=== design 1 ===
Figure 1. A small window of the routed layout (design 1).
Region (62, 62) to (102, 102) um. Cells in gray, sequential cells in the stronger gray; small squares are vias.
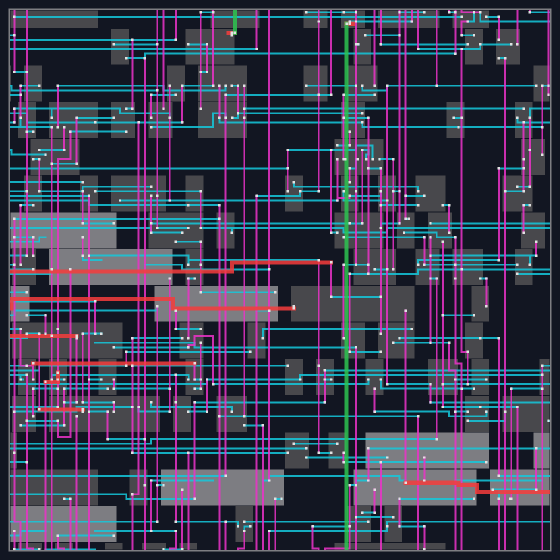

$ cat config.mk
export PLATFORM = sky130hd
export DESIGN_NAME = load_store_unit
export DESIGN_NICKNAME = d
export VERILOG_FILES = /design/src/rtl/load_store_unit.sv
export SDC_FILE = /design/constraint.sdc
export NUM_CORES = 1
export LEC_CHECK = 0
export CAP_MARGIN = 40
export CELL_PAD_IN_SITES_DETAIL_PLACEMENT = 1
export CELL_PAD_IN_SITES_GLOBAL_PLACEMENT = 2
export CORE_MARGIN = 1.5
export CORE_UTILIZATION = 32
export CTS_CLUSTER_SIZE = 8
export DETAILED_ROUTE_END_ITERATION = 12
export GPL_TIMING_DRIVEN = 0
export PLACE_DENSITY_LB_ADDON = 0.1
export SETUP_SLACK_MARGIN = 0.15
export SLEW_MARGIN = 20
export SYNTH_ARGS = -nofsm -noshare
export SYNTH_HDL_FRONTEND = slang
export SYNTH_SLANG_ARGS = --single-unit
$ cat constraint.sdc
create_clock -name clk -period 9.15 [get_ports clk]
set_clock_uncertainty 0.2 [all_clocks]
set_input_delay 1.83 -clock clk [delete_from_list [all_inputs] [get_ports clk]]
set_output_delay 1.83 -clock clk [all_outputs]
set_load 0.03 [all_outputs]
$ cat src/rtl/load_store_unit.sv
// Requester-side load/store bus initiator: lane placement, word-crossing split, load extension.
// One access in flight; req_ready drops from accept until the cycle after the response pulse.
module load_store_unit (
  input  logic        clk,
  input  logic        rst_n,
  input  logic        req_valid,
  output logic        req_ready,
  input  logic        req_write,
  input  logic [2:0]  req_funct3,
  input  logic [31:0] req_addr,
  input  logic [31:0] req_wdata,
  output logic        resp_valid,
  output logic        resp_err,
  output logic [31:0] resp_rdata,
  output logic        mem_req,
  output logic        mem_we,
  output logic [31:0] mem_addr,
  output logic [3:0]  mem_be,
  output logic [31:0] mem_wdata,
  input  logic        mem_gnt,
  input  logic        mem_rvalid,
  input  logic [31:0] mem_rdata
);

  typedef enum logic [2:0] {IDLE, REQ0, WAIT0, REQ1, WAIT1, RESP} state_t;

  state_t      state, state_nxt;
  logic        wr_q, err_q;
  logic [2:0]  f3_q;
  logic [31:0] addr_q, wdata_q, word0_q, word1_q;

  logic        accept, legal;
  logic [1:0]  off;
  logic [2:0]  size;
  logic [3:0]  mask;
  logic        split;
  logic [5:0]  sh0, sh1;
  logic [2:0]  rsh;
  logic [31:0] base_addr;
  logic [3:0]  be0, be1;
  logic [31:0] wdata0, wdata1;
  logic [63:0] dw;
  logic [31:0] load_val;
  logic        unused_bits;

  assign accept = (state == IDLE) && req_valid;

  always_comb begin
    legal = 1'b0;
    case (req_funct3)
      3'b000, 3'b001, 3'b010: legal = 1'b1;
      3'b100, 3'b101:         legal = !req_write;
      default:                legal = 1'b0;
    endcase
  end

  // Access geometry, all derived from the latched request.
  assign off = addr_q[1:0];

  always_comb begin
    size = 3'd4;
    mask = 4'b1111;
    case (f3_q[1:0])
      2'b00:   begin size = 3'd1; mask = 4'b0001; end
      2'b01:   begin size = 3'd2; mask = 4'b0011; end
      default: begin size = 3'd4; mask = 4'b1111; end
    endcase
  end

  assign split     = ({1'b0, off} + size) > 3'd4;
  assign sh0       = {1'b0, off, 3'b000};
  assign sh1       = 6'd32 - sh0;
  assign rsh       = 3'd4 - {1'b0, off};
  assign base_addr = {addr_q[31:2], 2'b00};
  assign be0       = mask << off;
  assign be1       = mask >> rsh;
  assign wdata0    = wdata_q << sh0;
  assign wdata1    = wdata_q >> sh1;

  always_comb begin
    state_nxt = state;
    case (state)
      IDLE:    if (accept) state_nxt = legal ? REQ0 : RESP;
      REQ0:    if (mem_gnt) state_nxt = !wr_q ? WAIT0 : (split ? REQ1 : RESP);
      WAIT0:   if (mem_rvalid) state_nxt = split ? REQ1 : RESP;
      REQ1:    if (mem_gnt) state_nxt = wr_q ? RESP : WAIT1;
      WAIT1:   if (mem_rvalid) state_nxt = RESP;
      RESP:    state_nxt = IDLE;
      default: state_nxt = IDLE;
    endcase
  end

  always_ff @(posedge clk or negedge rst_n) begin
    if (!rst_n) begin
      state   <= IDLE;
      wr_q    <= 1'b0;
      err_q   <= 1'b0;
      f3_q    <= 3'b000;
      addr_q  <= 32'h0;
      wdata_q <= 32'h0;
      word0_q <= 32'h0;
      word1_q <= 32'h0;
    end else begin
      state <= state_nxt;
      if (accept) begin
        wr_q    <= req_write;
        err_q   <= !legal;
        f3_q    <= req_funct3;
        addr_q  <= req_addr;
        wdata_q <= req_wdata;
        word0_q <= 32'h0;
        word1_q <= 32'h0;
      end
      if (state == WAIT0 && mem_rvalid) word0_q <= mem_rdata;
      if (state == WAIT1 && mem_rvalid) word1_q <= mem_rdata;
    end
  end

  // word1 stays zero for single-beat loads, so the same shift serves both cases.
  assign dw          = {word1_q, word0_q} >> sh0;
  assign unused_bits = ^dw[63:32];

  always_comb begin
    load_val = dw[31:0];
    case (f3_q)
      3'b000:  load_val = {{24{dw[7]}}, dw[7:0]};
      3'b001:  load_val = {{16{dw[15]}}, dw[15:0]};
      3'b100:  load_val = {24'h0, dw[7:0]};
      3'b101:  load_val = {16'h0, dw[15:0]};
      default: load_val = dw[31:0];
    endcase
  end

  always_comb begin
    req_ready  = (state == IDLE);
    mem_req    = 1'b0;
    mem_we     = 1'b0;
    mem_addr   = 32'h0;
    mem_be     = 4'h0;
    mem_wdata  = 32'h0;
    resp_valid = 1'b0;
    resp_err   = 1'b0;
    resp_rdata = 32'h0;
    case (state)
      REQ0: begin
        mem_req   = 1'b1;
        mem_we    = wr_q;
        mem_addr  = base_addr;
        mem_be    = be0;
        mem_wdata = wdata0;
      end
      REQ1: begin
        mem_req   = 1'b1;
        mem_we    = wr_q;
        mem_addr  = base_addr + 32'd4;
        mem_be    = be1;
        mem_wdata = wdata1;
      end
      RESP: begin
        resp_valid = 1'b1;
        resp_err   = err_q;
        resp_rdata = (err_q || wr_q) ? 32'h0 : load_val;
      end
      default: ;
    endcase
  end

endmodule

=== design 2 ===
===== config.mk =====
export PLATFORM = sky130hd
export DESIGN_NAME = registro_casas_param
export DESIGN_NICKNAME = d
export VERILOG_FILES = /design/src/rtl/registro_casas_param.sv
export SDC_FILE = /design/constraint.sdc
export NUM_CORES = 1
export LEC_CHECK = 0
export CORE_UTILIZATION = 43
export CTS_BUF_LIST = sky130_fd_sc_hd__clkbuf_8
export DETAILED_ROUTE_END_ITERATION = 12
export PLACE_DENSITY = 0.71
export SLEW_MARGIN = 20
export SYNTH_ARGS = -nofsm -noshare
export SYNTH_HDL_FRONTEND = slang
export SYNTH_SLANG_ARGS = --single-unit

===== constraint.sdc =====
create_clock -name SC_RegCASAS_CLOCK_50 -period 2.6 [get_ports SC_RegCASAS_CLOCK_50]
set_clock_uncertainty 0.2 [all_clocks]
set_input_delay 0.39 -clock SC_RegCASAS_CLOCK_50 [delete_from_list [all_inputs] [get_ports SC_RegCASAS_CLOCK_50]]
set_output_delay 0.39 -clock SC_RegCASAS_CLOCK_50 [all_outputs]
set_load 0.01 [all_outputs]

===== src/rtl/registro_casas_param.sv =====
// registro_casas_param: goal-home occupancy register with count, hit flag and timed level-full hold
module registro_casas_param #(
    parameter int NUM_CASAS = 8,
    parameter int HOLD_CYCLES = 16,
    localparam int CW = $clog2(NUM_CASAS + 1),
    localparam int HW = $clog2(HOLD_CYCLES + 1)
) (
    input  logic                 SC_RegCASAS_CLOCK_50,
    input  logic                 SC_RegCASAS_RESET_InHigh,
    input  logic                 SC_RegCASAS_clear_In,
    input  logic                 SC_RegCASAS_arrive_In,
    input  logic [NUM_CASAS-1:0] SC_RegCASAS_pos_In,
    output logic [NUM_CASAS-1:0] SC_RegCASAS_data_Out,
    output logic [CW-1:0]        SC_RegCASAS_count_Out,
    output logic                 SC_RegCASAS_full_Out,
    output logic                 SC_RegCASAS_hit_Out,
    output logic                 SC_RegCASAS_levelDone_Out
);
    typedef enum logic {RUN, FULL} state_t;

    state_t               state, state_n;
    logic [NUM_CASAS-1:0] data, data_n;
    logic [CW-1:0]        count, count_n;
    logic [HW-1:0]        hold, hold_n;
    logic                 hit, hit_n;
    logic                 level_done, level_done_n;
    logic                 one_hot;
    logic                 free;

    assign one_hot = (SC_RegCASAS_pos_In != '0) &&
                     ((SC_RegCASAS_pos_In & (SC_RegCASAS_pos_In - NUM_CASAS'(1))) == '0);
    assign free    = (data & SC_RegCASAS_pos_In) == '0;

    // State and output registers; everything the outside sees comes straight from here
    always_ff @(posedge SC_RegCASAS_CLOCK_50 or posedge SC_RegCASAS_RESET_InHigh) begin
        if (SC_RegCASAS_RESET_InHigh) begin
            state      <= RUN;
            data       <= '0;
            count      <= '0;
            hold       <= '0;
            hit        <= 1'b0;
            level_done <= 1'b0;
        end else begin
            state      <= state_n;
            data       <= data_n;
            count      <= count_n;
            hold       <= hold_n;
            hit        <= hit_n;
            level_done <= level_done_n;
        end
    end

    // Next-state logic: accept arrivals in RUN, count down the hold in FULL, clear wins over both
    always_comb begin
        state_n      = state;
        data_n       = data;
        count_n      = count;
        hold_n       = hold;
        hit_n        = 1'b0;
        level_done_n = 1'b0;
        if (SC_RegCASAS_clear_In) begin
            state_n = RUN;
            data_n  = '0;
            count_n = '0;
            hold_n  = '0;
        end else if (state == RUN) begin
            if (SC_RegCASAS_arrive_In) begin
                if (one_hot && free) begin
                    data_n  = data | SC_RegCASAS_pos_In;
                    count_n = count + CW'(1);
                    if (&data_n) begin
                        state_n = FULL;
                        hold_n  = HW'(HOLD_CYCLES - 1);
                    end
                end else begin
                    hit_n = 1'b1;
                end
            end
        end else if (hold == '0) begin
            state_n      = RUN;
            data_n       = '0;
            count_n      = '0;
            level_done_n = 1'b1;
        end else begin
            hold_n = hold - HW'(1);
        end
    end

    assign SC_RegCASAS_data_Out      = data;
    assign SC_RegCASAS_count_Out     = count;
    assign SC_RegCASAS_full_Out      = state == FULL;
    assign SC_RegCASAS_hit_Out       = hit;
    assign SC_RegCASAS_levelDone_Out = level_done;
endmodule



## Gallery

Placed standard cells.
panel A
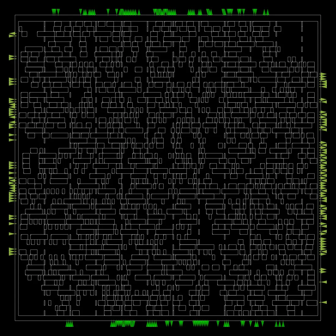
panel B
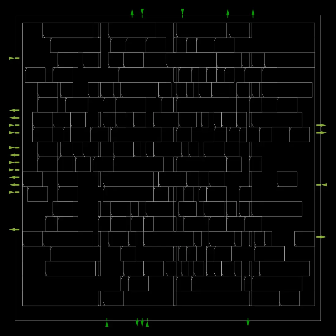
Panel B comes from design 2.
Panel A comes from design 1.
Of these, most sequential cells: panel A
Of these, most cells: panel A

Figure 2. The metal 2 layer (design 2).
(6 px per um) Cells faint in the background.
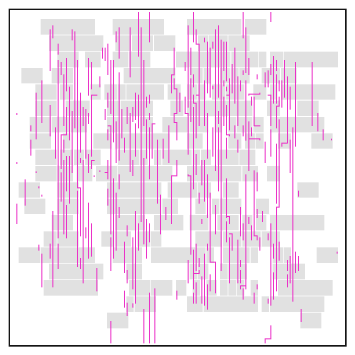
wire length on this layer	1480 um
share of all routed wire	50%
longest straight run	38.4 um
main direction	vertical
vias after detailed routing: 1168
met2 Resource Use GR: 35.3%
Detailed Route WL: 2940 um

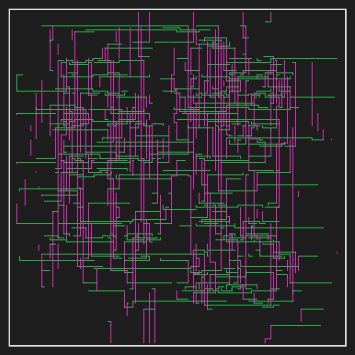
Figure 3: design 2, wiring by layer.
(6 px per um) Only two layers are drawn.
color	layer	wire length
green	met1	1360 um
magenta	met2	1480 um

==> job_summary.md, design 2 <==
### Yosys + OpenROAD results

| Metric | Value |
|---|---|
| Clock network fraction of total power | `between 40% and 50%` |
| Critical path cell sequence | `clkdlybuf4s50_1, or3_4, or3_1, a31o_4, nor4b_4, buf_4, a32o_1` |
| Final hold slack | `around 0.36 ns` |
| Vertical extent of the die | `55.8 um` |
| Diode count | `0` |
| Crit-path leading delay family | `simple AND/OR/NAND/NOR gates` |
| Post-detailed-placement cell area | `around 1600 um^2` |
| Count of flip-flops with a built-in enable after synthesis | `0` |
| Leakage power figure | `~0.0007 uW` |
| Crit path depth | `7` |
| F_max | `400 MHz` |
| Average cell area after synthesis | `slightly below 10 um^2` |
| Cell taking the most area after synthesis | `sky130_fd_sc_hd__dfrtp_1` |
| Type of origin of the critical path | `primary input` |
| Net load switching power | `approximately 160 uW` |
| Most common cell in the synthesized netlist | `sky130_fd_sc_hd__dfrtp_1` |
| Flip-flop count of the largest register after layout | `8` |
| # IOs | `27` |
| Fraction of power consumed by sequential logic | `roughly 44%` |
| Worst R2R Path Depth | `7` |
| Status | `finished, final reports clean` |
| Number of max-capacitance violations reported | `0` |
| Combinational gate area | `701 um^2` |
| Amount of wire on met2 after detailed routing | `between 1000 and 1500 um` |
| CTS Buffer Depth | `2` |
| Count of non-CTS inverters in the layout | `7` |
| Highest-utilization routing layer at the global route stage | `met2` |
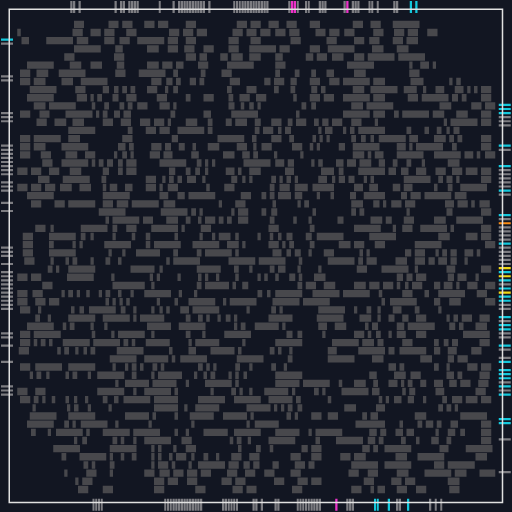
Figure 4: design 1, I/O pins on the die edge.
(3 px per um) Pins as bars across the die edge, other pins in gray.
color	port	pins	direction	edge
magenta	mem_be	4	output	3 top, 1 bottom
cyan	mem_addr	32	output	25 right, 4 bottom, 2 top, 1 left
yellow	req_funct3	3	input	right
orange	resp_err	1	output	right

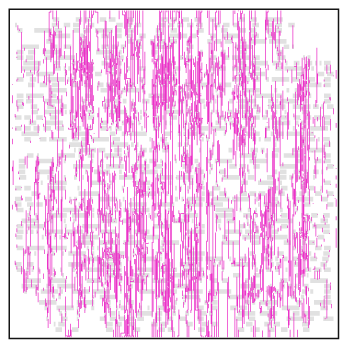
Figure 5: design 1, the metal 2 layer.
(2 px per um) Cells faint in the background.
longest straight run	67.3 um
share of all routed wire	46%
wire length on this layer	14800 um
vias after detailed routing: 7932
Detailed Route WL: 32000 um

## Picture notes: Figure 1
color	layer
red	met3
cyan	met1
magenta	met2
green	met4
sequential cells in the window	7
most frequent	clkbuf_1 (12), nand2_1 (11)
cells with their middle in the window	80
netlist names of flops here include	word0_q (5), word1_q (2)

==> job_summary.md, design 1 <==
### Yosys + OpenROAD results

| Metric | Value |
|---|---|
| Sequential cell count | `approximately 130` |
| Status | `finished, final reports clean` |
| CTS sink count | `128` |
| Least setup slack across all paths after layout | `2.13 ns` |
| Launching element of the worst setup path | `addr_q[1]` |
| Slew HR | `~45%` |
| Biggest cell delay along the critical path | `about 0.73 ns` |
| Synth Area in XOR/XNOR | `under 10%` |
| Number of clock buffers in the layout | `18` |
| Time the final worst path needs with I/O delays and setup | `7.02 ns` |
| Mux share of post-synthesis cell area | `24.4%` |
| Combinational share of power | `56.3%` |
| Start-to-end type of the worst setup path | `reg -> out` |
| Synth Area in Adders | `0.846%` |
| Post-route non-filler standard cell count | `1463` |

Power and IR drop assume default switching activity.
